# shift_serializer

shift_serializer/registers.png
Scale bar: 10 um. Other sequential cells in the stronger grey, the rest of the logic in the fainter grey.
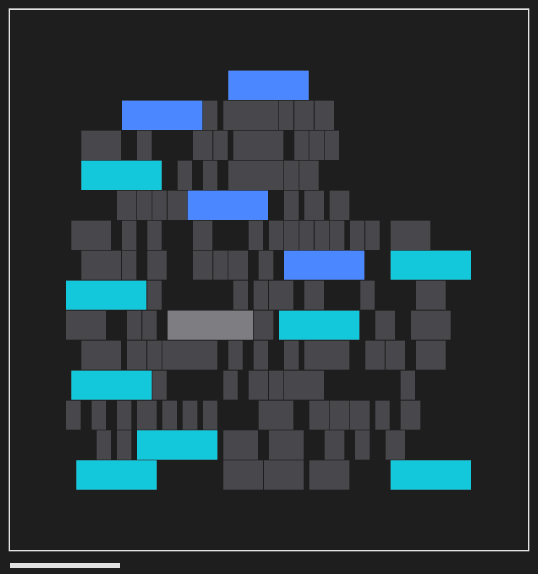
shift_serializer/gate_families.png
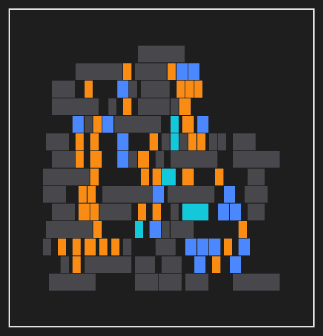
`src/rtl/shift_serializer.sv`:
```
// -----------------------------------------------------------------------------
// shift_serializer
//
// Parallel-in, serial-out stage. Accepts one SIZE-bit word per valid/ready
// handshake, then drives it out one bit at a time on sout_o, holding each bit
// for BIT_CYCLES clocks, MSB-first or LSB-first. Reports frame completion with
// a one-cycle done_o pulse so upstream logic can reload it back to back.
//
// Parameters:
//   SIZE        data word width in bits (>= 2)
//   MSB_FIRST   1: bit SIZE-1 goes out first; 0: bit 0 goes out first
//   BIT_CYCLES  clocks each serial bit is held (>= 1)
//
// Optional feature (compile-time macro):
//   SHIFT_SERIALIZER_PARITY_EN  appends an even-parity bit (XOR of the
//                               captured word) after the data bits; the
//                               last/done indications move to that bit.
//
// Ports:
//   clk_i         in   1     clock, rising edge
//   reset_i       in   1     synchronous, active-high reset
//   din_i         in   SIZE  parallel word to serialize
//   din_valid_i   in   1     din_i valid this cycle
//   din_ready_o   out  1     block can accept a word (IDLE)
//   abort_i       in   1     drop the word in flight
//   sout_o        out  1     serial data bit (0 when not valid)
//   sout_valid_o  out  1     sout_o carries a frame bit
//   sout_last_o   out  1     current bit is the final bit of the frame
//   done_o        out  1     one-cycle pulse when a frame completes normally
// -----------------------------------------------------------------------------
module shift_serializer #(
    parameter int SIZE       = 8,
    parameter int MSB_FIRST  = 1,
    parameter int BIT_CYCLES = 1
) (
    input  logic            clk_i,
    input  logic            reset_i,
    input  logic [SIZE-1:0] din_i,
    input  logic            din_valid_i,
    output logic            din_ready_o,
    input  logic            abort_i,
    output logic            sout_o,
    output logic            sout_valid_o,
    output logic            sout_last_o,
    output logic            done_o
);

    // Bit counter must be able to hold SIZE (reached when parity follows
    // the data bits); hold counter needs at least one bit even when
    // BIT_CYCLES is 1.
    localparam int CNT_W  = $clog2(SIZE + 1);
    localparam int HOLD_W = (BIT_CYCLES > 1) ? $clog2(BIT_CYCLES) : 1;

    localparam logic [CNT_W-1:0]  LAST_BIT  = CNT_W'(SIZE - 1);
    localparam logic [HOLD_W-1:0] HOLD_LAST = HOLD_W'(BIT_CYCLES - 1);

    typedef enum logic [1:0] {
        ST_IDLE   = 2'd0,
        ST_SHIFT  = 2'd1
`ifdef SHIFT_SERIALIZER_PARITY_EN
        ,
        ST_PARITY = 2'd2
`endif
    } state_e;

    state_e            state_q,    state_d;
    logic [SIZE-1:0]   shreg_q,    shreg_d;
    logic [CNT_W-1:0]  bit_cnt_q,  bit_cnt_d;
    logic [HOLD_W-1:0] hold_cnt_q, hold_cnt_d;
`ifdef SHIFT_SERIALIZER_PARITY_EN
    logic              parity_q,   parity_d;
`endif

    logic            hold_done;
    logic            lead_bit;
    logic [SIZE-1:0] shreg_shifted;

    // Terminal count of the per-bit hold counter.
    assign hold_done = (hold_cnt_q == HOLD_LAST);

    // Leading bit is the one currently on the wire; shifting moves the next
    // bit into that position and zero-fills from the far end.
    assign lead_bit      = (MSB_FIRST != 0) ? shreg_q[SIZE-1] : shreg_q[0];
    assign shreg_shifted = (MSB_FIRST != 0) ? {shreg_q[SIZE-2:0], 1'b0}
                                            : {1'b0, shreg_q[SIZE-1:1]};

    // -------------------------------------------------------------------------
    // Next-state logic
    // -------------------------------------------------------------------------
    always_comb begin
        // NOTE: every variable gets a default before the case statement so no
        // path leaves it unassigned; otherwise synthesis infers a latch.
        state_d    = state_q;
        shreg_d    = shreg_q;
        bit_cnt_d  = bit_cnt_q;
        hold_cnt_d = hold_cnt_q;
`ifdef SHIFT_SERIALIZER_PARITY_EN
        parity_d   = parity_q;
`endif

        unique case (state_q)
            ST_IDLE: begin
                // din_ready_o is 1 in IDLE, so valid alone completes the
                // handshake.
                if (din_valid_i) begin
                    state_d    = ST_SHIFT;
                    shreg_d    = din_i;
                    bit_cnt_d  = '0;
                    hold_cnt_d = '0;
`ifdef SHIFT_SERIALIZER_PARITY_EN
                    parity_d   = ^din_i;
`endif
                end
            end

            ST_SHIFT: begin
                if (abort_i) begin
                    // Abort wins over a terminal count on the same edge.
                    state_d    = ST_IDLE;
                    shreg_d    = '0;
                    bit_cnt_d  = '0;
                    hold_cnt_d = '0;
                end else if (!hold_done) begin
                    hold_cnt_d = hold_cnt_q + HOLD_W'(1);
                end else begin
                    hold_cnt_d = '0;
                    shreg_d    = shreg_shifted;
                    if (bit_cnt_q == LAST_BIT) begin
`ifdef SHIFT_SERIALIZER_PARITY_EN
                        state_d   = ST_PARITY;
                        bit_cnt_d = bit_cnt_q + CNT_W'(1);
`else
                        state_d   = ST_IDLE;
                        bit_cnt_d = '0;
`endif
                    end else begin
                        bit_cnt_d = bit_cnt_q + CNT_W'(1);
                    end
                end
            end

`ifdef SHIFT_SERIALIZER_PARITY_EN
            ST_PARITY: begin
                if (abort_i || hold_done) begin
                    state_d    = ST_IDLE;
                    shreg_d    = '0;
                    bit_cnt_d  = '0;
                    hold_cnt_d = '0;
                    parity_d   = 1'b0;
                end else begin
                    hold_cnt_d = hold_cnt_q + HOLD_W'(1);
                end
            end
`endif

            default: begin
                state_d    = ST_IDLE;
                shreg_d    = '0;
                bit_cnt_d  = '0;
                hold_cnt_d = '0;
            end
        endcase
    end

    // -------------------------------------------------------------------------
    // Outputs: decoded from registered state only, so there is no
    // combinational path from any input to any output. done_o marks the last
    // cycle of the final bit.
    // -------------------------------------------------------------------------
    always_comb begin
        din_ready_o  = 1'b0;
        sout_o       = 1'b0;
        sout_valid_o = 1'b0;
        sout_last_o  = 1'b0;
        done_o       = 1'b0;

        unique case (state_q)
            ST_IDLE: begin
                din_ready_o = 1'b1;
            end
            ST_SHIFT: begin
                sout_valid_o = 1'b1;
                sout_o       = lead_bit;
`ifndef SHIFT_SERIALIZER_PARITY_EN
                sout_last_o  = (bit_cnt_q == LAST_BIT);
                done_o       = (bit_cnt_q == LAST_BIT) && hold_done;
`endif
            end
`ifdef SHIFT_SERIALIZER_PARITY_EN
            ST_PARITY: begin
                sout_valid_o = 1'b1;
                sout_o       = parity_q;
                sout_last_o  = 1'b1;
                done_o       = hold_done;
            end
`endif
            default: begin
                din_ready_o = 1'b0;
            end
        endcase
    end

    // -------------------------------------------------------------------------
    // State registers (synchronous reset)
    // -------------------------------------------------------------------------
    always_ff @(posedge clk_i) begin
        // NOTE: non-blocking assignments so every flop samples the values from
        // before this edge, independent of statement order.
        if (reset_i) begin
            state_q    <= ST_IDLE;
            shreg_q    <= '0;
            bit_cnt_q  <= '0;
            hold_cnt_q <= '0;
`ifdef SHIFT_SERIALIZER_PARITY_EN
            parity_q   <= 1'b0;
`endif
        end else begin
            state_q    <= state_d;
            shreg_q    <= shreg_d;
            bit_cnt_q  <= bit_cnt_d;
            hold_cnt_q <= hold_cnt_d;
`ifdef SHIFT_SERIALIZER_PARITY_EN
            parity_q   <= parity_d;
`endif
        end
    end

endmodule

```
`config.mk`:
```
export PLATFORM = sky130hd
export DESIGN_NAME = shift_serializer
export DESIGN_NICKNAME = d
export VERILOG_FILES = /design/src/rtl/shift_serializer.sv
export SDC_FILE = /design/constraint.sdc
export NUM_CORES = 1
export LEC_CHECK = 0
export ABC_AREA = 1
export CORE_AREA = 5 5 42 44
export CTS_BUF_LIST = sky130_fd_sc_hd__clkbuf_8
export DETAILED_ROUTE_END_ITERATION = 12
export DIE_AREA = 0 0 47 49
export PLACE_DENSITY = 0.76
export SETUP_SLACK_MARGIN = 0.3
export SYNTH_ARGS = -nofsm -noshare
export SYNTH_HDL_FRONTEND = slang
export SYNTH_SLANG_ARGS = --single-unit
```
`constraint.sdc`:
```
create_clock -name clk_i -period 2.4 [get_ports clk_i]
set_clock_uncertainty 0.15 [all_clocks]
set_input_delay 0.48 -clock clk_i [delete_from_list [all_inputs] [get_ports clk_i]]
set_output_delay 0.48 -clock clk_i [all_outputs]
set_load 0.05 [all_outputs]
```
==> impl_metrics.py <==
# Physical implementation metrics
metrics = {
    "outcome": {
        "status": "finished, final reports clean",
    },
    "clocking": {
        "cts_buffers": 3,
        "clock_path_buffers": 2,
        "clock_latency_ns": 0.25,
    },
    "power_and_ir_drop": {
        "pg_clk_w": 0.000201,
        "cellPowerDensity_nw_per_um2": 622,
        "p_comb_w": 0.0000743,
    },
    "sta": {
        "max_slew.worst_pin.slew_ns": 0.491,
        "setup_ws_ns": 0.455,
    },
    "synth": {
        "top_area_cell": "dfxtp_1",
        "adder_share_pct": 2.07,
        "synth_simple_gate_area_share_pct": 29.2,
    },
    "placement": {
        "placed_cells": 123,
        "hpwl_um": 1110,
    },
    "critical_path": {
        "reg2reg_from": "state_q[0]",
        "cpMaxStageDelayCell": "dfxtp_1",
        "crit_path_start_kind": "flip-flop",
        "cp_data_required_time_ns": 1.77,
        "crit_fanout": 3,
        "crit_family": "flip-flops",
    },
    "global_routing": {
        "antenna_found_initial": 0,
        "met1_usage_pct": 19.5,
    },
    "layout": {
        "mostFrequentLayoutCells": "32 x nand2_1, 12 x inv_1, 12 x dfxtp_1",
    },
    "die": {
        "ioPinCount": 17,
    },
    "routing": {
        "wl_met2_um": 719,
        "vias": 635,
    },
}
Notes on shift_serializer/registers.png above:
colour	name in the netlist	sequential cells
blue	bit_cnt_q	4
cyan	shreg_q	8
not coloured	1

Notes on shift_serializer/gate_families.png above:
colour	family	cells	most used
orange	NAND gates	39	nand2_1
cyan	NOR gates	5	nor2_1
blue	inverting AOI/OAI gates	19	o21ai_0

-- sequential cells by signal, indices dropped and copies added, names as in the netlist --
signal	cells
state_q	1
shreg_q	8
bit_cnt_q	4
-- cell type report --
type / count / area [um^2] / share of cell area, %
clock buffer: 3 / 41.3 / 5.02
timing repair buffer: 16 / 151 / 18.4
tap: 16 / 20.0 / 2.44
multi-input combinational: 64 / 292 / 35.5
sequential: 13 / 262 / 31.8
inverter: 14 / 52.6 / 6.39
clock inverter: 1 / 3.75 / 0.457
-- repair_timing --
action                     in CTS  in global routing
hold buffers                    0                  0
buffers inserted                0                  0
resized                         3                  0
setup endpoints to repair       3                  0
-- worst min path at each step --
stage / startpoint / slack (ns) / to / depth (start not counted)
detailed placement: shreg_q[0] / 0.31 / shreg_q[0] / 2
global route: shreg_q[0] / 0.33 / shreg_q[0] / 2
finish: shreg_q[0] / 0.32 / shreg_q[0] / 2
floorplan: shreg_q[3] / 0.29 / shreg_q[4] / 2
global placement: shreg_q[3] / 0.30 / shreg_q[4] / 2
CTS: shreg_q[0] / 0.32 / shreg_q[0] / 2

# seg7_scan_decoder

--- src/rtl/seg7_scan_decoder.sv ---
// seg7_scan_decoder: passive monitor that decodes 4-digit multiplexed 7-segment drive lines into frames.
// Optional macro SEG7_SCAN_SYNC_EN adds a 2-flop synchronizer ahead of the sample register.
module seg7_scan_decoder #(
    parameter int STABLE_CYCLES  = 4,
    parameter int TIMEOUT_CYCLES = 131072
) (
    input  logic        clk,
    input  logic        rst,
    input  logic [7:0]  seg_in,
    input  logic [3:0]  dig_in,
    output logic [15:0] hex_out,
    output logic [3:0]  points_out,
    output logic [3:0]  blank_out,
    output logic [3:0]  err_out,
    output logic        frame_valid
);
    localparam int CNT_W = $clog2(STABLE_CYCLES + 1);
    localparam int TMO_W = $clog2(TIMEOUT_CYCLES + 1);
    localparam logic [CNT_W-1:0] STABLE_MAX = CNT_W'(STABLE_CYCLES);
    localparam logic [TMO_W-1:0] TMO_LAST   = TMO_W'(TIMEOUT_CYCLES - 1);

    // Returns {err, blank, point, hex}; seg[7:1] = a..g, seg[0] = dp.
    function automatic logic [6:0] decode_seg(input logic [7:0] seg);
        logic [3:0] hex;
        logic       err;
        logic       blank;
        hex   = 4'h0;
        err   = 1'b0;
        blank = 1'b0;
        case (seg[7:1])
            7'h7E:   hex = 4'h0;
            7'h30:   hex = 4'h1;
            7'h6D:   hex = 4'h2;
            7'h79:   hex = 4'h3;
            7'h33:   hex = 4'h4;
            7'h5B:   hex = 4'h5;
            7'h5F:   hex = 4'h6;
            7'h70:   hex = 4'h7;
            7'h7F:   hex = 4'h8;
            7'h7B:   hex = 4'h9;
            7'h77:   hex = 4'hA;
            7'h1F:   hex = 4'hB;
            7'h4E:   hex = 4'hC;
            7'h3D:   hex = 4'hD;
            7'h4F:   hex = 4'hE;
            7'h47:   hex = 4'hF;
            7'h00:   blank = 1'b1;
            default: err = 1'b1;
        endcase
        return {err, blank, seg[0], hex};
    endfunction

    logic [11:0]      samp_d, samp_q;
    logic [11:0]      prev_d, prev_q;
    logic [CNT_W-1:0] cnt_d, cnt_q;
    logic [TMO_W-1:0] tmo_d, tmo_q;
    logic [3:0]       mask_d, mask_q;
    logic [15:0]      slot_hex_d, slot_hex_q;
    logic [3:0]       slot_pt_d, slot_pt_q;
    logic [3:0]       slot_blk_d, slot_blk_q;
    logic [3:0]       slot_err_d, slot_err_q;
    logic [15:0]      hex_d, hex_q;
    logic [3:0]       pt_d, pt_q;
    logic [3:0]       blk_d, blk_q;
    logic [3:0]       err_d, err_q;
    logic             fv_d, fv_q;

    logic [7:0]  samp_seg_s;
    logic [3:0]  samp_dig_s;
    logic        qual_s;
    logic        same_s;
    logic        accept_s;
    logic [6:0]  dec_s;
    logic [3:0]  mask_wr_s;
    logic        pub_full_s;
    logic        pub_tmo_s;
    logic [3:0]  pub_mask_s;
    logic [15:0] src_hex_s;
    logic [3:0]  src_pt_s;
    logic [3:0]  src_blk_s;
    logic [3:0]  src_err_s;

`ifdef SEG7_SCAN_SYNC_EN
    logic [11:0] sync1_d, sync1_q;
    logic [11:0] sync2_d, sync2_q;

    // Two-stage synchronizer feeding the sample register.
    always_comb begin
        sync1_d = {seg_in, dig_in};
        sync2_d = sync1_q;
        samp_d  = sync2_q;
    end

    // Synchronizer flops.
    always_ff @(posedge clk) begin
        if (rst) begin
            sync1_q <= 12'h000;
            sync2_q <= 12'h000;
        end else begin
            sync1_q <= sync1_d;
            sync2_q <= sync2_d;
        end
    end
`else
    // Inputs are already synchronous; sample them directly.
    always_comb begin
        samp_d = {seg_in, dig_in};
    end
`endif

    // Stability filter, decode, slot capture and frame publish.
    always_comb begin
        samp_seg_s = samp_q[11:4];
        samp_dig_s = samp_q[3:0];
        qual_s = (samp_dig_s != 4'b0000)
              && ((samp_dig_s & (samp_dig_s - 4'b0001)) == 4'b0000)
              && (samp_seg_s != 8'h00);
        same_s = (samp_q == prev_q);
        prev_d = samp_q;

        if (!qual_s) begin
            cnt_d = '0;
        end else if (!same_s) begin
            cnt_d = CNT_W'(1);
        end else if (cnt_q < STABLE_MAX) begin
            cnt_d = cnt_q + CNT_W'(1);
        end else begin
            cnt_d = cnt_q;
        end
        // A saturated counter on an unchanged sample means this run was already accepted.
        accept_s = qual_s && (cnt_d == STABLE_MAX) && !(same_s && (cnt_q == STABLE_MAX));

        dec_s      = decode_seg(samp_seg_s);
        mask_wr_s  = 4'b0000;
        slot_hex_d = slot_hex_q;
        slot_pt_d  = slot_pt_q;
        slot_blk_d = slot_blk_q;
        slot_err_d = slot_err_q;
        if (accept_s) begin
            mask_wr_s = samp_dig_s;
            for (int k = 0; k < 4; k++) begin
                if (samp_dig_s[k]) begin
                    slot_hex_d[4*k +: 4] = dec_s[3:0];
                    slot_pt_d[k]         = dec_s[4];
                    slot_blk_d[k]        = dec_s[5];
                    slot_err_d[k]        = dec_s[6];
                end else begin
                    slot_hex_d[4*k +: 4] = slot_hex_q[4*k +: 4];
                end
            end
        end else begin
            mask_wr_s = 4'b0000;
        end

        pub_full_s = (mask_q == 4'hF);
        pub_tmo_s  = !pub_full_s && (tmo_q == TMO_LAST);
        // A timeout publish merges a same-edge accept; a full-frame publish defers it to the next frame.
        if (pub_full_s) begin
            pub_mask_s = 4'hF;
            src_hex_s  = slot_hex_q;
            src_pt_s   = slot_pt_q;
            src_blk_s  = slot_blk_q;
            src_err_s  = slot_err_q;
        end else begin
            pub_mask_s = mask_q | mask_wr_s;
            src_hex_s  = slot_hex_d;
            src_pt_s   = slot_pt_d;
            src_blk_s  = slot_blk_d;
            src_err_s  = slot_err_d;
        end

        hex_d = hex_q;
        pt_d  = pt_q;
        blk_d = blk_q;
        err_d = err_q;
        fv_d  = pub_full_s || pub_tmo_s;
        if (pub_full_s || pub_tmo_s) begin
            for (int k = 0; k < 4; k++) begin
                if (pub_mask_s[k]) begin
                    hex_d[4*k +: 4] = src_hex_s[4*k +: 4];
                    pt_d[k]         = src_pt_s[k];
                    blk_d[k]        = src_blk_s[k];
                    err_d[k]        = src_err_s[k];
                end else begin
                    hex_d[4*k +: 4] = 4'h0;
                    pt_d[k]         = 1'b0;
                    blk_d[k]        = 1'b1;
                    err_d[k]        = 1'b0;
                end
            end
            mask_d = pub_full_s ? mask_wr_s : 4'b0000;
            tmo_d  = '0;
        end else begin
            mask_d = mask_q | mask_wr_s;
            tmo_d  = tmo_q + TMO_W'(1);
        end
    end

    // State and output registers.
    always_ff @(posedge clk) begin
        if (rst) begin
            samp_q     <= 12'h000;
            prev_q     <= 12'h000;
            cnt_q      <= '0;
            tmo_q      <= '0;
            mask_q     <= 4'b0000;
            slot_hex_q <= 16'h0000;
            slot_pt_q  <= 4'b0000;
            slot_blk_q <= 4'b0000;
            slot_err_q <= 4'b0000;
            hex_q      <= 16'h0000;
            pt_q       <= 4'b0000;
            blk_q      <= 4'b0000;
            err_q      <= 4'b0000;
            fv_q       <= 1'b0;
        end else begin
            samp_q     <= samp_d;
            prev_q     <= prev_d;
            cnt_q      <= cnt_d;
            tmo_q      <= tmo_d;
            mask_q     <= mask_d;
            slot_hex_q <= slot_hex_d;
            slot_pt_q  <= slot_pt_d;
            slot_blk_q <= slot_blk_d;
            slot_err_q <= slot_err_d;
            hex_q      <= hex_d;
            pt_q       <= pt_d;
            blk_q      <= blk_d;
            err_q      <= err_d;
            fv_q       <= fv_d;
        end
    end

    assign hex_out     = hex_q;
    assign points_out  = pt_q;
    assign blank_out   = blk_q;
    assign err_out     = err_q;
    assign frame_valid = fv_q;

endmodule

--- config.mk ---
export PLATFORM = sky130hd
export DESIGN_NAME = seg7_scan_decoder
export DESIGN_NICKNAME = d
export VERILOG_FILES = /design/src/rtl/seg7_scan_decoder.sv
export SDC_FILE = /design/constraint.sdc
export NUM_CORES = 1
export LEC_CHECK = 0
export ABC_CLOCK_PERIOD_IN_PS = 5300
export CAP_MARGIN = 10
export CELL_PAD_IN_SITES_DETAIL_PLACEMENT = 0
export CELL_PAD_IN_SITES_GLOBAL_PLACEMENT = 1
export CORE_UTILIZATION = 53
export DETAILED_ROUTE_END_ITERATION = 6
export DONT_BUFFER_PORTS = 1
export PLACE_DENSITY_LB_ADDON = 0.08
export SYNTH_ARGS = -nofsm -noshare
export SYNTH_HDL_FRONTEND = slang
export SYNTH_SLANG_ARGS = --single-unit
--- constraint.sdc ---
create_clock -name clk -period 5.3 [get_ports clk]
set_clock_uncertainty 0.15 [all_clocks]
set_input_delay 0.53 -clock clk [delete_from_list [all_inputs] [get_ports clk]]
set_output_delay 0.53 -clock clk [all_outputs]
set_load 0.01 [all_outputs]
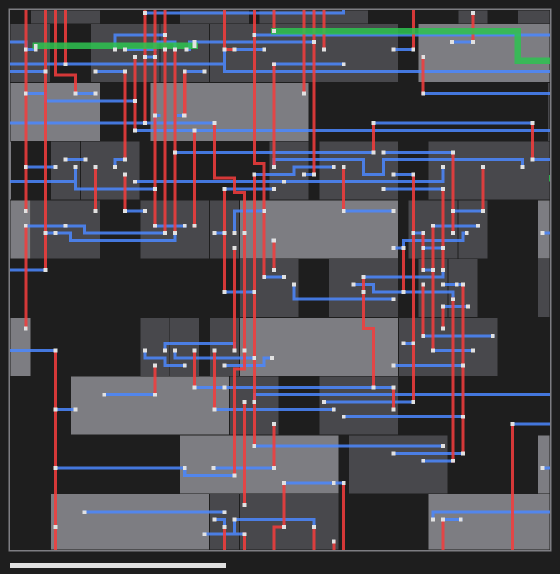
seg7_scan_decoder/zoom.png
Scale bar: 10 um. Region (11, 11) to (36, 36) um. Cells in grey, sequential cells in the stronger grey; small squares are vias.
colour	layer
blue	met1
red	met2
green	met3
cells with their middle in the window	36
most frequent	dfxtp_1 (9), nor2_1 (6), ha_1 (3)
netlist names of flops here include	cnt_q (3), tmo_q (3), prev_q (2)
sequential cells in the window	9

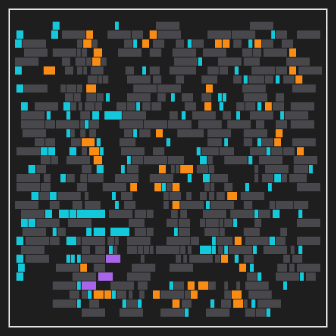
seg7_scan_decoder/gate_families.png
colour	family	cells	most used
orange	AND and OR gates	44	and2_1
purple	adder and majority cells	3	ha_1
cyan	NOR gates	111	nor2_1

==> impl_metrics.py <==
# Physical implementation metrics
metrics = {
    "power_and_ir_drop": {
        "seq_power_share_pct": 62.1,
        "power_w": 0.00133,
        "combPwrFrac_pct": 3.8,
        "cellPowerDensity_nw_per_um2": 276,
    },
    "clocking": {
        "clock_path_buffers": 2,
        "cts_resized": 0,
        "clock_sinks": 106,
        "cts_buffers": 9,
        "post_cts_buffers": 0,
        "cts_root_buf": "clkbuf_8",
    },
    "synth": {
        "ys_cells": 489,
        "synth_simple_gate_area_share_pct": 23.7,
        "top_cells_by_area": "dfxtp_1 45%, nor2_1 5.9%, mux2i_1 3.6%",
        "logic_family": "simple AND/OR/NAND/NOR gates",
    },
    "placement": {
        "io_buffer_count": 0,
    },
    "sta": {
        "max_slew.worst_pin.slew_ns": 1.14,
        "fmax_mhz": 317,
        "min_period_ns": 3.16,
        "setup_ws_ns": 2.14,
    },
    "routing": {
        "drt_iter0_drc": 147,
    },
    "critical_path": {
        "rr_endpoint": "hex_out[13]",
        "reg2regPathDepth": 8,
        "arrival_ns": 3.26,
        "reg2reg_from": "cnt_q[0]",
    },
    "outcome": {
        "status": "finished, final reports clean",
    },
    "global_routing": {
        "antenna_found_initial": 0,
    },
    "hold_path": {
        "hp-class": "in -> reg",
        "hold_end": "blank_out[1]",
    },
    "die": {
        "row_count": 33,
    },
    "layout": {
        "lay_top_count": "dfxtp_1",
    },
}
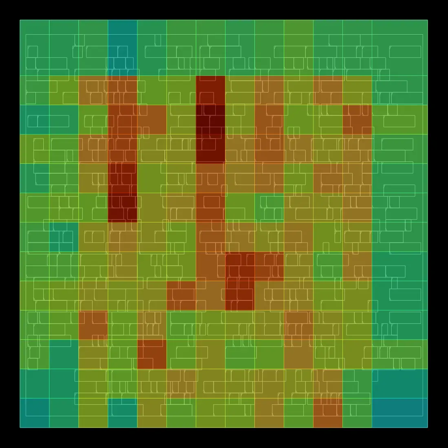
seg7_scan_decoder/final_congestion.png
average wire per standard cell: 17.1 um
Overall Global Routing Usage: 22.8%
M2 GR Usage: 37.3%
met1 Usage GRT: 29.8%

==> per-layer routing <==
layer / track usage (%) / routed length, um / up-vias
met4: 7.84 / 137 / 0
met3: 4.82 / 423 / 10
met2: 37.3 / 4560 / 83
met1: 29.8 / 4770 / 1592
li1: - / - / 1681
met5: 0 / 0 / -
==> power groups by stage <==
| stage | logic, W | clock network, W | registers, W |
|---|---|---|---|
| 5_1_grt | 0.0000556 | 0.000499 | 0.000831 |
| 2_1_floorplan | 0.0000597 | 0 | 0.000831 |
| 3_5_place_dp | 0.0000502 | 0 | 0.000847 |
| 6_report | 0.0000500 | 0.000454 | 0.000828 |
| 4_1_cts | 0.0000504 | 0.000470 | 0.000828 |
| 3_3_place_gp | 0.0000495 | 0 | 0.000846 |
==> cell type report <==
class                   count  area (um^2)
repair buffers              2         15.0
well taps                 105          131
clock inverters             6         50.0
clock buffers              10          128
inverters                   5         18.8
fillers                   774         3560
multi-input cells         344         2360
flip-flops and latches    106         2120
==> critical path, cell delays in order (launching register included) <==
cell	delay (ns)
dfxtp_1	0.40
inv_1	0.08
ha_1	0.31
nor4bb_1	0.30
a31oi_1	0.11
nor3_4	0.35
and3_1	0.77
mux2i_4	0.17
a221o_1	0.38

# rom_port_arbiter

rom_port_arbiter/final_congestion.png
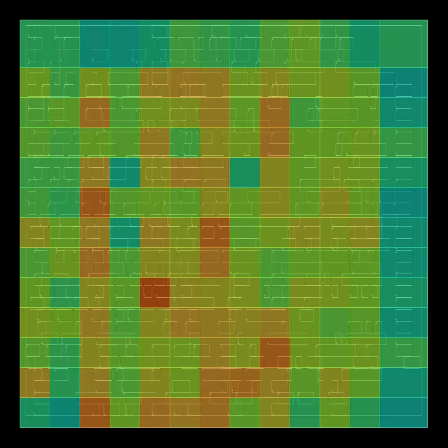
rom_port_arbiter/zoom.png
Scale bar: 10 um. Region (11, 11) to (36, 36) um. Cells in grey, sequential cells in the stronger grey; small squares are vias.
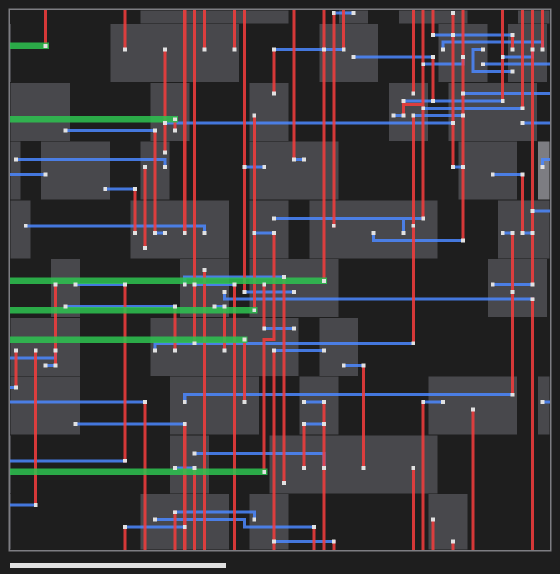
rom_port_arbiter/port_nets.png
Scale bar: 20 um.
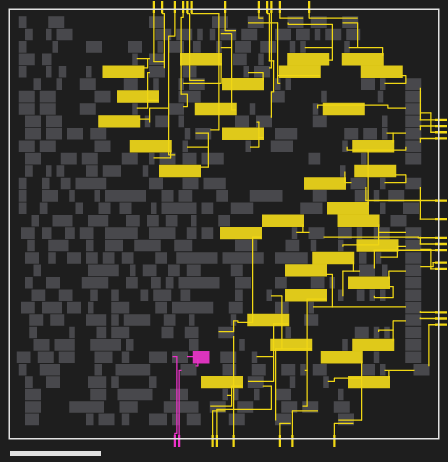
[config.mk]
export PLATFORM = sky130hd
export DESIGN_NAME = rom_port_arbiter
export DESIGN_NICKNAME = d
export VERILOG_FILES = /design/src/rtl/rom_arb_pkg.sv /design/src/rtl/rom_port_arbiter_rr.sv /design/src/rtl/rom_port_arbiter.sv
export SDC_FILE = /design/constraint.sdc
export NUM_CORES = 1
export LEC_CHECK = 0
export CAP_MARGIN = 15
export CELL_PAD_IN_SITES_DETAIL_PLACEMENT = 1
export CELL_PAD_IN_SITES_GLOBAL_PLACEMENT = 1
export CORE_UTILIZATION = 23
export DETAILED_ROUTE_END_ITERATION = 8
export PLACE_DENSITY_LB_ADDON = 0.1
export SYNTH_ARGS = -nofsm -noshare
export SYNTH_HDL_FRONTEND = slang
export SYNTH_SLANG_ARGS = --single-unit
[constraint.sdc]
create_clock -name clk_i -period 2.2 [get_ports clk_i]
set_clock_uncertainty 0.05 [all_clocks]
set_input_delay 0.55 -clock clk_i [delete_from_list [all_inputs] [get_ports clk_i]]
set_output_delay 0.55 -clock clk_i [all_outputs]
set_load 0.005 [all_outputs]
[src/rtl/rom_arb_pkg.sv]
// Shared types and helpers for the ROM data-port arbiter.
package rom_arb_pkg;

  typedef enum logic [1:0] {
    IDLE = 2'd0,
    READ = 2'd1,
    RESP = 2'd2
  } rom_arb_state_t;

  function automatic int unsigned addr_width(input int unsigned depth);
    return (depth > 1) ? $clog2(depth) : 1;
  endfunction

  // Range compare is done on 34 bits so large byte addresses never alias into the ROM.
  function automatic logic addr_ok(input logic [31:0] addr, input int unsigned depth);
    logic [33:0] limit;
    limit = {depth[31:0], 2'b00};
    return (addr[1:0] == 2'b00) && ({2'b00, addr} < limit);
  endfunction

endpackage

[src/rtl/rom_port_arbiter_rr.sv]
// Round-robin one-hot grant generator; the priority pointer moves only on a taken grant.
module rr_arbiter #(
  parameter int unsigned N = 2
) (
  input  logic         clk_i,
  input  logic         rst_i,
  input  logic [N-1:0] req_i,
  input  logic         advance_i,
  output logic [N-1:0] grant_o
);

  localparam int unsigned PW = (N > 1) ? $clog2(N) : 1;

  logic [PW-1:0] ptr_q;
  logic [PW-1:0] win;
  logic          found;
  int unsigned   idx;

  always_comb begin
    grant_o = '0;
    win     = '0;
    found   = 1'b0;
    idx     = 0;
    for (int unsigned i = 0; i < N; i++) begin
      idx = (32'(ptr_q) + i) % N;
      if (!found && req_i[idx]) begin
        found        = 1'b1;
        grant_o[idx] = 1'b1;
        win          = PW'(idx);
      end
    end
  end

  always_ff @(posedge clk_i or posedge rst_i) begin
    if (rst_i) begin
      ptr_q <= '0;
    end else if (advance_i && found) begin
      ptr_q <= (win == PW'(N - 1)) ? '0 : PW'(win + 1'b1);
    end
  end

endmodule

[src/rtl/rom_port_arbiter.sv]
// Round-robin sharing of the ROM data read port with range/alignment checking.
module rom_port_arbiter
  import rom_arb_pkg::*;
#(
  parameter int unsigned MEM_DEPTH = 256,
  parameter int unsigned NUM_REQ   = 2
) (
  input  logic                         clk_i,
  input  logic                         rst_i,
  input  logic [NUM_REQ-1:0]           req_valid_i,
  input  logic [NUM_REQ-1:0][31:0]     req_addr_i,
  output logic [NUM_REQ-1:0]           req_ready_o,
  output logic [NUM_REQ-1:0]           rsp_valid_o,
  input  logic [NUM_REQ-1:0]           rsp_ready_i,
  output logic [31:0]                  rsp_rdata_o,
  output logic                         rsp_err_o,
  output logic                         rom_en_o,
  output logic [$clog2(MEM_DEPTH)-1:0] rom_addr_o,
  input  logic [31:0]                  rom_rdata_i
);

  localparam int unsigned AW = addr_width(MEM_DEPTH);
  localparam int unsigned KW = (NUM_REQ > 1) ? $clog2(NUM_REQ) : 1;

  rom_arb_state_t    state_q;
  logic [KW-1:0]     idx_q;
  logic [KW-1:0]     grant_idx;
  logic [NUM_REQ-1:0] grant;
  logic [31:0]       sel_addr;
  logic [31:0]       rdata_q;
  logic              err_q;
  logic              granting;
  logic              sel_good;

  rr_arbiter #(.N(NUM_REQ)) u_rr (
    .clk_i     (clk_i),
    .rst_i     (rst_i),
    .req_i     (req_valid_i),
    .advance_i (granting),
    .grant_o   (grant)
  );

  always_comb begin
    grant_idx = '0;
    for (int unsigned i = 0; i < NUM_REQ; i++) begin
      if (grant[i]) grant_idx = KW'(i);
    end
  end

  // Grant path sees only request valids and registered state, and is held off during reset.
  always_comb begin
    sel_addr    = req_addr_i[grant_idx];
    sel_good    = addr_ok(sel_addr, MEM_DEPTH);
    req_ready_o = (state_q == IDLE && !rst_i) ? grant : '0;
    granting    = |req_ready_o;
    rom_en_o    = granting & sel_good;
    rom_addr_o  = rom_en_o ? sel_addr[AW+1:2] : '0;
  end

  always_comb begin
    rsp_valid_o = '0;
    if (state_q == RESP) rsp_valid_o[idx_q] = 1'b1;
  end

  assign rsp_rdata_o = rdata_q;
  assign rsp_err_o   = err_q;

  always_ff @(posedge clk_i or posedge rst_i) begin
    if (rst_i) begin
      state_q <= IDLE;
      idx_q   <= '0;
      rdata_q <= '0;
      err_q   <= 1'b0;
    end else begin
      case (state_q)
        IDLE: begin
          if (granting) begin
            idx_q <= grant_idx;
            if (sel_good) begin
              state_q <= READ;
            end else begin
              rdata_q <= '0;
              err_q   <= 1'b1;
              state_q <= RESP;
            end
          end
        end
        READ: begin
          rdata_q <= rom_rdata_i;
          err_q   <= 1'b0;
          state_q <= RESP;
        end
        RESP: begin
          if (rsp_ready_i[idx_q]) state_q <= IDLE;
        end
        default: state_q <= IDLE;
      endcase
    end
  end

endmodule

==> impl_metrics.py <==
# Physical implementation metrics
metrics = {
    "synth": {
        "ys_seq_share_pct": 47.8,
        "synth_simple_gate_area_share_pct": 25.5,
        "synth.avg_cell_area_um2": 9.54,
        "yosys_warnings": 0,
        "synthDistinctLibCells": 25,
    },
    "hold_path": {
        "hold_start": "rsp_err_o",
    },
    "critical_path": {
        "reg2regPathDepth": 9,
        "path_cells": "dlygate4sd2_1, nor4_2, nand2_1, nor3b_4, buf_6, buf_6, o21bai_4, nor2_1, buf_2",
        "path_depth": 9,
        "worst_path_most_repeated_cell": "buf_6",
        "crit_path_start_kind": "input port",
    },
    "outcome": {
        "failed_checks": "setup timing",
        "status": "complete, but fails checks",
    },
    "run": {
        "max_cap_violations": 0,
    },
    "sta": {
        "fin_setup_tns_ns": -2.18,
        "hold_viol": 0,
        "setup_viol": 9,
        "setup_ws_ns": -0.281,
    },
    "layout": {
        "fillers": 967,
        "seq_cell_count": 37,
    },
    "clocking": {
        "ctsHtreeMaxLevel": 2,
        "cts_root_buf": "clkbuf_8",
        "clock_sinks": 37,
    },
    "power_and_ir_drop": {
        "cellPowerDensity_nw_per_um2": 471,
    },
    "die": {
        "die-area_um2": 8790,
    },
    "global_routing": {
        "grtUsageMet3_pct": 4.61,
        "grt_pass1_wl_um": 11400,
    },
    "routing": {
        "wl_met1_um": 2660,
    },
    "placement": {
        "placed_cells": 463,
    },
}
About rom_port_arbiter/final_congestion.png:
met1 Usage GRT: 18.9%
average wire per standard cell: 14.3 um
final core occ: 46.6%
GR peak layer: met2
Overall Global Routing Usage: 16.7%

About rom_port_arbiter/zoom.png:
colour	layer
green	met3
blue	met1
red	met2
most frequent	buf_2 (7), buf_6 (6), buf_4 (3)
cells with their middle in the window	33
sequential cells in the window	0

About rom_port_arbiter/port_nets.png:
colour	port	direction	edge	end cells	buffers	wire
magenta	rsp_ready_i	input	bottom	1	2	37.0 um
yellow	rsp_rdata_o	output	14 right, 12 top, 6 bottom	32	32	920 um

## layout by cell type (no fill, tap or decap), drive strengths merged
master | synthesis | routed
a211o | 1 | 1
a21o | 1 | 1
a21oi | 2 | 2
a31oi | 1 | 1
and2 | 2 | 2
buf | 4 | 54
clkbuf | 8 | 22
clkdlybuf4s15 | 0 | 7
clkdlybuf4s50 | 0 | 83
clkinv | 0 | 1
dfrtp | 37 | 37
dlygate4sd2 | 0 | 17
inv | 5 | 5
mux2i | 9 | 9
nand2 | 67 | 67
nand2b | 1 | 1
nand4 | 2 | 2
nor2 | 8 | 8
nor2b | 2 | 2
nor3 | 3 | 3
nor3b | 1 | 1
nor4 | 13 | 13
o21ai | 34 | 34
o21bai | 2 | 3
## per-stage QoR
stage               util, %  hold WS, ns  cell area [um^2]  total power (W)
floorplan                 -        0.424              1940         0.000939
global placement       44.6        0.411              3640          0.00127
detailed placement     44.6        0.419              3640          0.00127
CTS                    46.6        0.437              3810          0.00183
global route           46.6        0.481              3810          0.00190
finish                 46.6        0.434              3810          0.00179
## flip-flops by register name, summed over array words and instances, names as in the netlist, named ones only
name and count:
state_q 2, idx_q 1, rsp_rdata_o 32, rsp_err_o 1

# booth4_seq_mult_flat

==> src/rtl/booth4_seq_mult_if.sv <==
// Operand/product handshake bundle for the sequential radix-4 Booth multiplier.
// The master drives operands and accepts products; the slave is the multiplier.
interface booth4_seq_mult_if #(
  parameter int unsigned WIDTH = 16
);
  logic                 in_valid;
  logic                 in_ready;
  logic [WIDTH-1:0]     a;
  logic [WIDTH-1:0]     b;
  logic                 out_valid;
  logic                 out_ready;
  logic [2*WIDTH-1:0]   product;

  modport master (
    output in_valid, a, b, out_ready,
    input  in_ready, out_valid, product
  );

  modport slave (
    input  in_valid, a, b, out_ready,
    output in_ready, out_valid, product
  );
endinterface

==> src/rtl/booth4_seq_mult.sv <==
// Iterative radix-4 Booth multiplier: one recoded digit per cycle, signed WIDTH x WIDTH
// operands, 2*WIDTH-bit product, valid/ready on both sides.
module booth4_seq_mult #(
  parameter int unsigned WIDTH = 16,
  parameter int unsigned CNT_W = 4
) (
  input  logic               sys_clk,
  input  logic               sys_rst_n,
  booth4_seq_mult_if.slave   bus
);

  localparam int unsigned PW = 2 * WIDTH;
  localparam int unsigned MW = WIDTH + 1;

  typedef enum logic [1:0] {
    IDLE = 2'd0,
    CALC = 2'd1,
    DONE = 2'd2
  } state_e;

  state_e            state_q, state_d;
  logic [PW-1:0]     mcand_q, mcand_d;
  logic [MW-1:0]     mplr_q, mplr_d;
  logic [PW-1:0]     acc_q, acc_d;
  logic [CNT_W-1:0]  cnt_q, cnt_d;
  logic [PW-1:0]     product_q, product_d;
  logic              out_valid_q, out_valid_d;
  logic              in_ready_q, in_ready_d;

  logic [2:0]        trip;
  logic              pp_one;
  logic              pp_two;
  logic              pp_neg;
  logic [PW-1:0]     pp_mag;
  logic [PW-1:0]     pp_inv;
  logic [PW-1:0]     pp_sum;

  // Booth decode of the current triplet; negation is invert-plus-carry-in.
  always_comb begin
    trip   = mplr_q[2:0];
    pp_one = (trip == 3'b001) || (trip == 3'b010) || (trip == 3'b101) || (trip == 3'b110);
    pp_two = (trip == 3'b011) || (trip == 3'b100);
    pp_neg = trip[2] && (trip != 3'b111);
    pp_mag = '0;
    if (pp_two) begin
      pp_mag = mcand_q << 1;
    end else if (pp_one) begin
      pp_mag = mcand_q;
    end
    pp_inv = pp_mag ^ {PW{pp_neg}};
    pp_sum = acc_q + pp_inv + PW'(pp_neg);
  end

  // Next-state and datapath updates.
  always_comb begin
    state_d     = state_q;
    mcand_d     = mcand_q;
    mplr_d      = mplr_q;
    acc_d       = acc_q;
    cnt_d       = cnt_q;
    product_d   = product_q;
    out_valid_d = out_valid_q;

    case (state_q)
      IDLE: begin
        if (bus.in_valid && in_ready_q) begin
          mcand_d = {{WIDTH{bus.a[WIDTH-1]}}, bus.a};
          mplr_d  = {bus.b, 1'b0};
          acc_d   = '0;
          cnt_d   = '0;
          state_d = CALC;
        end
      end
      CALC: begin
        acc_d   = pp_sum;
        mcand_d = mcand_q << 2;
        mplr_d  = {{2{mplr_q[MW-1]}}, mplr_q[MW-1:2]};
        cnt_d   = cnt_q + CNT_W'(1);
        if (cnt_q == CNT_W'(WIDTH / 2 - 1)) begin
          state_d = DONE;
        end
      end
      DONE: begin
        // First DONE cycle publishes the sum; later cycles hold it until accepted.
        if (out_valid_q && bus.out_ready) begin
          out_valid_d = 1'b0;
          state_d     = IDLE;
        end else if (!out_valid_q) begin
          out_valid_d = 1'b1;
          product_d   = acc_q;
        end
      end
      default: begin
        state_d = IDLE;
      end
    endcase

    in_ready_d = (state_d == IDLE);
  end

  always_ff @(posedge sys_clk or negedge sys_rst_n) begin
    if (!sys_rst_n) begin
      state_q     <= IDLE;
      mcand_q     <= '0;
      mplr_q      <= '0;
      acc_q       <= '0;
      cnt_q       <= '0;
      product_q   <= '0;
      out_valid_q <= 1'b0;
      in_ready_q  <= 1'b1;
    end else begin
      state_q     <= state_d;
      mcand_q     <= mcand_d;
      mplr_q      <= mplr_d;
      acc_q       <= acc_d;
      cnt_q       <= cnt_d;
      product_q   <= product_d;
      out_valid_q <= out_valid_d;
      in_ready_q  <= in_ready_d;
    end
  end

  assign bus.in_ready  = in_ready_q;
  assign bus.out_valid = out_valid_q;
  assign bus.product   = product_q;

endmodule

==> src/flat_wrapper.sv <==
// flat-port wrapper written by rule: the top's interface ports become plain ports
module booth4_seq_mult_flat 
#(
  parameter int unsigned WIDTH = 16,
  parameter int unsigned CNT_W = 4
)
  (sys_clk, sys_rst_n, bus_in_valid, bus_a, bus_b, bus_out_ready, bus_in_ready, bus_out_valid, bus_product);
  booth4_seq_mult_if #(.WIDTH(WIDTH)) bus_i ();
  input  logic sys_clk;
  input  logic sys_rst_n;
  input wire logic [$bits(bus_i.in_valid)-1:0] bus_in_valid;
  input wire logic [$bits(bus_i.a)-1:0] bus_a;
  input wire logic [$bits(bus_i.b)-1:0] bus_b;
  input wire logic [$bits(bus_i.out_ready)-1:0] bus_out_ready;
  output wire logic [$bits(bus_i.in_ready)-1:0] bus_in_ready;
  output wire logic [$bits(bus_i.out_valid)-1:0] bus_out_valid;
  output wire logic [$bits(bus_i.product)-1:0] bus_product;
  assign bus_i.in_valid = bus_in_valid;
  assign bus_i.a = bus_a;
  assign bus_i.b = bus_b;
  assign bus_i.out_ready = bus_out_ready;
  assign bus_in_ready = bus_i.in_ready;
  assign bus_out_valid = bus_i.out_valid;
  assign bus_product = bus_i.product;
  booth4_seq_mult #(.WIDTH(WIDTH), .CNT_W(CNT_W)) u_core (.sys_clk(sys_clk), .sys_rst_n(sys_rst_n), .bus(bus_i));
endmodule
==> config.mk <==
export PLATFORM = sky130hd
export DESIGN_NAME = booth4_seq_mult_flat
export DESIGN_NICKNAME = d
export VERILOG_FILES = /design/src/rtl/booth4_seq_mult_if.sv /design/src/rtl/booth4_seq_mult.sv /design/src/flat_wrapper.sv
export SDC_FILE = /design/constraint.sdc
export NUM_CORES = 1
export LEC_CHECK = 0
export CORE_ASPECT_RATIO = 1.4
export CORE_MARGIN = 4
export CORE_UTILIZATION = 40
export DETAILED_ROUTE_END_ITERATION = 6
export PLACE_DENSITY = 0.65
export RECOVER_POWER = 25
export REMOVE_ABC_BUFFERS = 1
export SLEW_MARGIN = 5
export SYNTH_ARGS = -nofsm -noshare
export SYNTH_HDL_FRONTEND = slang
export SYNTH_SLANG_ARGS = --single-unit
export TNS_END_PERCENT = 5
==> constraint.sdc <==
create_clock -name sys_clk -period 5.2 [get_ports sys_clk]
set_input_delay 1.04 -clock sys_clk [delete_from_list [all_inputs] [get_ports sys_clk]]
set_output_delay 1.04 -clock sys_clk [all_outputs]
set_load 0.1 [all_outputs]
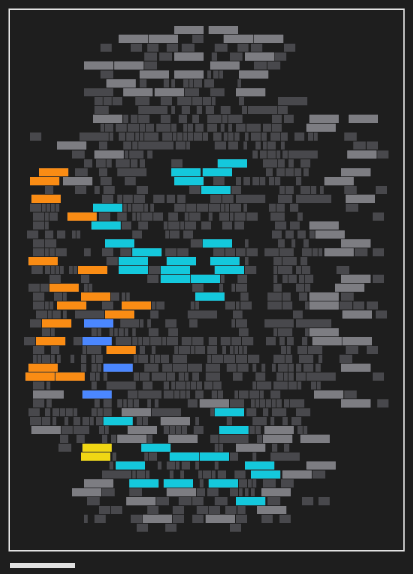
booth4_seq_mult_flat/registers.png
Scale bar: 20 um. Other sequential cells in the stronger grey, the rest of the logic in the fainter grey.
colour	name in the netlist	sequential cells
orange	u_core.mplr_q	17
blue	u_core.cnt_q	4
cyan	u_core.mcand_q	32
yellow	u_core.state_q	2

synthesized netlist by cell type, types with 4 or more instances:
library cell  number  area [um^2]
dfrtp_1          120         3000
nand2_1          105          394
nor2_1            49          184
a221o_1           47          470
o21ai_0           45          225
xor2_1            41          359
clkbuf_1          38          143
ha_1              38          475
mux2_2            32          360
a22oi_1           27          203
a21oi_1           25          125
a21o_1            19          143
nand3_1           17         85.1
xnor2_1           15          131
inv_1             11         41.3
o21a_1            10         75.1
nor2b_1            6         37.5
nor3_1             6         30.0
o21ai_1            6         30.0
a22o_1             5         43.8
nand2b_1           5         31.3
nand4_1            4         25.0
kinds of logic after synthesis:
family,after synthesis
xor gates and xnor gates,56
and+or+nand+nor,205
muxes,35
buffers and inverters,55
adders and majority gates,39
DFF,121
AOI/OAI and AO/OA,214
flip-flops by register name (all words and copies together), names as in the netlist:
register	cells
u_core.mcand_q	32
u_core.bus.out_valid	1
u_core.acc_q	32
u_core.bus.in_ready	1
u_core.cnt_q	4
u_core.bus.product	32
u_core.state_q	2
u_core.mplr_q	17
==> impl_metrics.py <==
# Physical implementation metrics
metrics = {
    "outcome": {
        "status": "complete, but fails checks",
        "failed_checks": "capacitance limit, slew limit",
    },
    "routing": {
        "routedWlPerCell_um": 16.6,
        "drt_first_pass_iters": 5,
    },
    "global_routing": {
        "antenna_found_initial": 0,
    },
    "sta": {
        "finalCritPeriodShare_pct": 81.9,
        "drv_slew": 86,
    },
    "layout": {
        "comb_area_um2": 3850,
    },
    "critical_path": {
        "reg2reg_from": "u_core.mplr_q[1]",
        "arrival_ns": 4.59,
    },
    "run": {
        "max_cap_violations": 2,
    },
}

# key_scheduler

key_scheduler/final_congestion.png
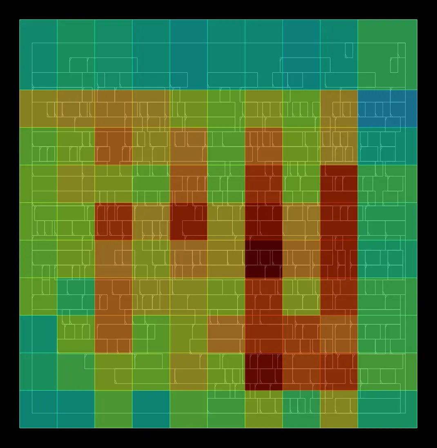
key_scheduler/registers.png
Scale bar: 20 um. Other sequential cells in the stronger grey, the rest of the logic in the fainter grey.
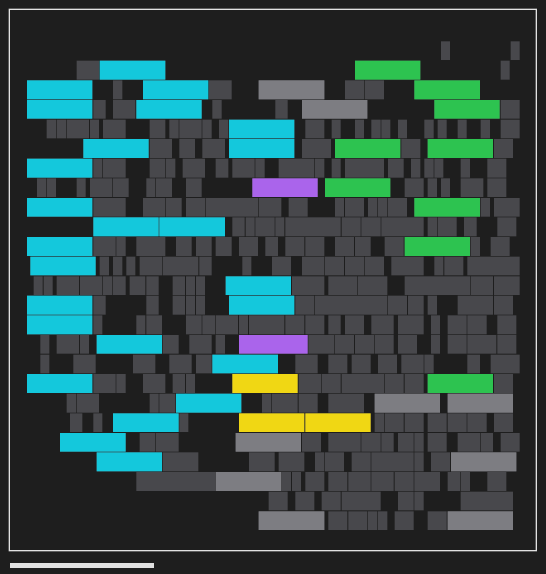
`config.mk`:
```
export PLATFORM = sky130hd
export DESIGN_NAME = key_scheduler
export DESIGN_NICKNAME = d
export VERILOG_FILES = /design/src/rtl/key_scheduler.sv
export SDC_FILE = /design/constraint.sdc
export NUM_CORES = 1
export LEC_CHECK = 0
export CORE_AREA = 2 2 71 73
export DETAILED_ROUTE_END_ITERATION = 6
export DIE_AREA = 0 0 73 75
export PLACE_DENSITY = 0.8
export SYNTH_ARGS = -nofsm -noshare
export SYNTH_HDL_FRONTEND = slang
export SYNTH_SLANG_ARGS = --single-unit
```
`constraint.sdc`:
```
create_clock -name clk -period 1.8 [get_ports clk]
set_input_delay 0.36 -clock clk [delete_from_list [all_inputs] [get_ports clk]]
set_output_delay 0.36 -clock clk [all_outputs]
set_load 0.05 [all_outputs]
```
`src/rtl/key_scheduler.sv`:
```
// PS/2 scan-code decoder: E0/F0 prefix FSM, six held-key levels, event strobe and last-code capture.
// Build option KEY_TYPEMATIC_FILTER_EN suppresses events that do not change a key level.
module key_scheduler #(
  parameter int unsigned TIMEOUT_CYC = 25000000
) (
  input  logic        clk,
  input  logic        clr,
  input  logic [7:0]  rx_data,
  input  logic        rx_valid,
  output logic [5:0]  keys,
  output logic        evt_valid,
  output logic        evt_make,
  output logic [2:0]  evt_idx,
  output logic [15:0] last_code,
  output logic        last_brk,
  output logic [1:0]  dbg_state
);

  // Handshake: rx_data is consumed on every cycle with rx_valid=1 (no backpressure);
  // evt_valid is a one-cycle strobe with evt_make/evt_idx valid alongside it.

  typedef enum logic [1:0] {IDLE = 2'd0, EXT = 2'd1, BRK = 2'd2, EXT_BRK = 2'd3} state_t;

  localparam int CW = $clog2(TIMEOUT_CYC + 1);

  state_t        state, state_nxt;
  logic [CW-1:0] cnt;
  logic          timeout;
  logic          done, done_ext, done_brk;
  logic          map_hit;
  logic [2:0]    map_idx;
  logic [5:0]    key_mask;
  logic          evt_fire;

  assign dbg_state = state;
  assign timeout   = (state != IDLE) && (cnt == CW'(TIMEOUT_CYC - 1));

  always_ff @(posedge clk or negedge clr) begin
    if (!clr) state <= IDLE;
    else      state <= state_nxt;
  end

  // A byte arriving on the timeout cycle still decodes in the current state.
  always_comb begin
    state_nxt = state;
    done      = 1'b0;
    done_ext  = 1'b0;
    done_brk  = 1'b0;
    if (rx_valid) begin
      case (state)
        IDLE: begin
          if (rx_data == 8'hE0)      state_nxt = EXT;
          else if (rx_data == 8'hF0) state_nxt = BRK;
          else                       done = 1'b1;
        end
        EXT: begin
          if (rx_data == 8'hF0)      state_nxt = EXT_BRK;
          else if (rx_data != 8'hE0) begin
            done      = 1'b1;
            done_ext  = 1'b1;
            state_nxt = IDLE;
          end
        end
        BRK: begin
          if (rx_data != 8'hF0) begin
            done      = 1'b1;
            done_brk  = 1'b1;
            state_nxt = IDLE;
          end
        end
        default: begin
          if (rx_data != 8'hE0 && rx_data != 8'hF0) begin
            done      = 1'b1;
            done_ext  = 1'b1;
            done_brk  = 1'b1;
            state_nxt = IDLE;
          end
        end
      endcase
    end else if (timeout) begin
      state_nxt = IDLE;
    end
  end

  // Key map: the extended flag is part of the match.
  always_comb begin
    map_hit = 1'b1;
    map_idx = 3'd0;
    case ({done_ext, rx_data})
      9'h175:  map_idx = 3'd0;
      9'h172:  map_idx = 3'd1;
      9'h16B:  map_idx = 3'd2;
      9'h174:  map_idx = 3'd3;
      9'h029:  map_idx = 3'd4;
      9'h076:  map_idx = 3'd5;
      default: map_hit = 1'b0;
    endcase
  end

  assign key_mask = 6'b000001 << map_idx;

`ifdef KEY_TYPEMATIC_FILTER_EN
  assign evt_fire = done && map_hit &&
                    (done_brk ? |(keys & key_mask) : ~|(keys & key_mask));
`else
  assign evt_fire = done && map_hit;
`endif

  always_ff @(posedge clk or negedge clr) begin
    if (!clr) begin
      cnt       <= '0;
      keys      <= 6'b0;
      evt_valid <= 1'b0;
      evt_make  <= 1'b0;
      evt_idx   <= 3'd0;
      last_code <= 16'h0000;
      last_brk  <= 1'b0;
    end else begin
      if (rx_valid || state == IDLE || timeout) cnt <= '0;
      else                                      cnt <= cnt + CW'(1);
      evt_valid <= evt_fire;
      if (evt_fire) begin
        evt_make <= ~done_brk;
        evt_idx  <= map_idx;
      end
      if (done) begin
        last_code <= {(done_ext ? 8'hE0 : 8'h00), rx_data};
        last_brk  <= done_brk;
        if (map_hit) keys <= done_brk ? (keys & ~key_mask) : (keys | key_mask);
      end
    end
  end

endmodule
```
==> impl_metrics.py <==
# Physical implementation metrics
metrics = {
    "outcome": {
        "status": "complete, but fails checks",
        "failed_checks": "setup timing",
    },
    "routing": {
        "wl_met1_um": 2390,
        "wl_met2_um": 2860,
    },
    "synth": {
        "common_cells": "48 x dfrtp_1, 42 x nand2_1, 29 x nor2_1, 13 x xnor2_1, 10 x xor2_1",
        "flop_cell": "dfrtp_1",
        "synthDistinctLibCells": 49,
        "top_cells_by_area": "dfrtp_1 50%, nand2_1 6.6%, xnor2_1 4.7%",
    },
    "layout": {
        "mostFrequentLayoutCells": "69 x buf_4, 47 x dfrtp_1, 42 x nand2_1",
        "final_cells": 380,
    },
    "sta": {
        "setup_ws_ns": -0.0560,
        "fmax_mhz": 539,
        "finalClockSkew_ns": 0.0119,
        "setup_viol": 6,
    },
    "clocking": {
        "clock_latency_ns": 0.31,
        "clock_sinks": 48,
    },
    "critical_path": {
        "slowest_delay_ns": 0.56,
    },
    "die": {
        "die_y_um": 75,
        "die_w_um": 73,
    },
    "run": {
        "max_cap_violations": 0,
    },
}
Notes on key_scheduler/final_congestion.png above:
met3 Track Usage GR: 3.75%
M2 GR Usage: 38.8%
final core occ: 70.0%

Notes on key_scheduler/registers.png above:
colour	name in the netlist	sequential cells
yellow	evt_idx	3
cyan	cnt	25
purple	dbg_state	2
green	last_code	9
not coloured	9

-- cell type report --
type | count | area (um^2)
tap | 54 | 67.6
clock buffer | 6 | 72.6
sequential | 48 | 1200
clock inverter | 2 | 35.0
timing repair buffer | 83 | 669
multi-input combinational | 179 | 1180
fill | 346 | 1400
inverter | 8 | 32.5
-- metrics by stage --
| step | power [W] | cell area [um^2] |
|---|---|---|
| 6_report | 0.00220 | 3260 |
| 5_1_grt | 0.00228 | 3260 |
| 4_1_cts | 0.00220 | 3150 |
| 3_5_place_dp | 0.00144 | 3000 |
| 3_3_place_gp | 0.00143 | 3000 |
| 2_1_floorplan | 0.00130 | 2420 |
-- cells by family (layout without fill, tap and decap cells) --
| group | Yosys count | after routing | synth area share [%] |
|---|---|---|---|
| and+or+nand+nor | 121 | 121 | 25.5 |
| DFF | 48 | 48 | 50.1 |
| AOI/OAI and AO/OA | 23 | 23 | 8.19 |
| xor gates and xnor gates | 23 | 23 | 8.39 |
| buffers and inverters | 22 | 99 | 4.59 |
| muxes | 6 | 6 | 2.61 |
| adders and majority gates | 1 | 1 | 0.521 |
| other | 1 | 5 | 0.156 |


==> notes/layouts.md <==
Pictures saved along the way, in no particular order.

Gate families picked out.
(a)
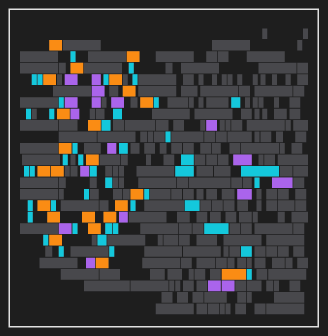
(b)
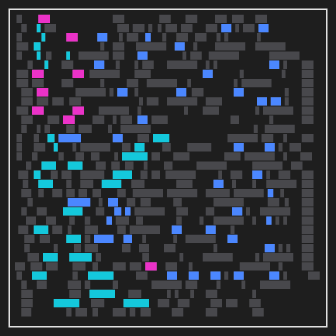
(c)
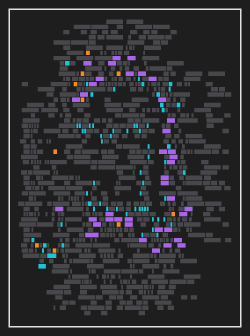
| picture | from |
|---|---|
| (c) | booth4_seq_mult_flat |
| (b) | rom_port_arbiter |
| (a) | key_scheduler |

Key to (b):
colour	family	cells	most used
magenta	multiplexers	9	mux2i_1
cyan	NOR gates	27	nor4_2
blue	inverting AOI/OAI gates	40	o21ai_2

Power is estimated from default activity; no workload was simulated.
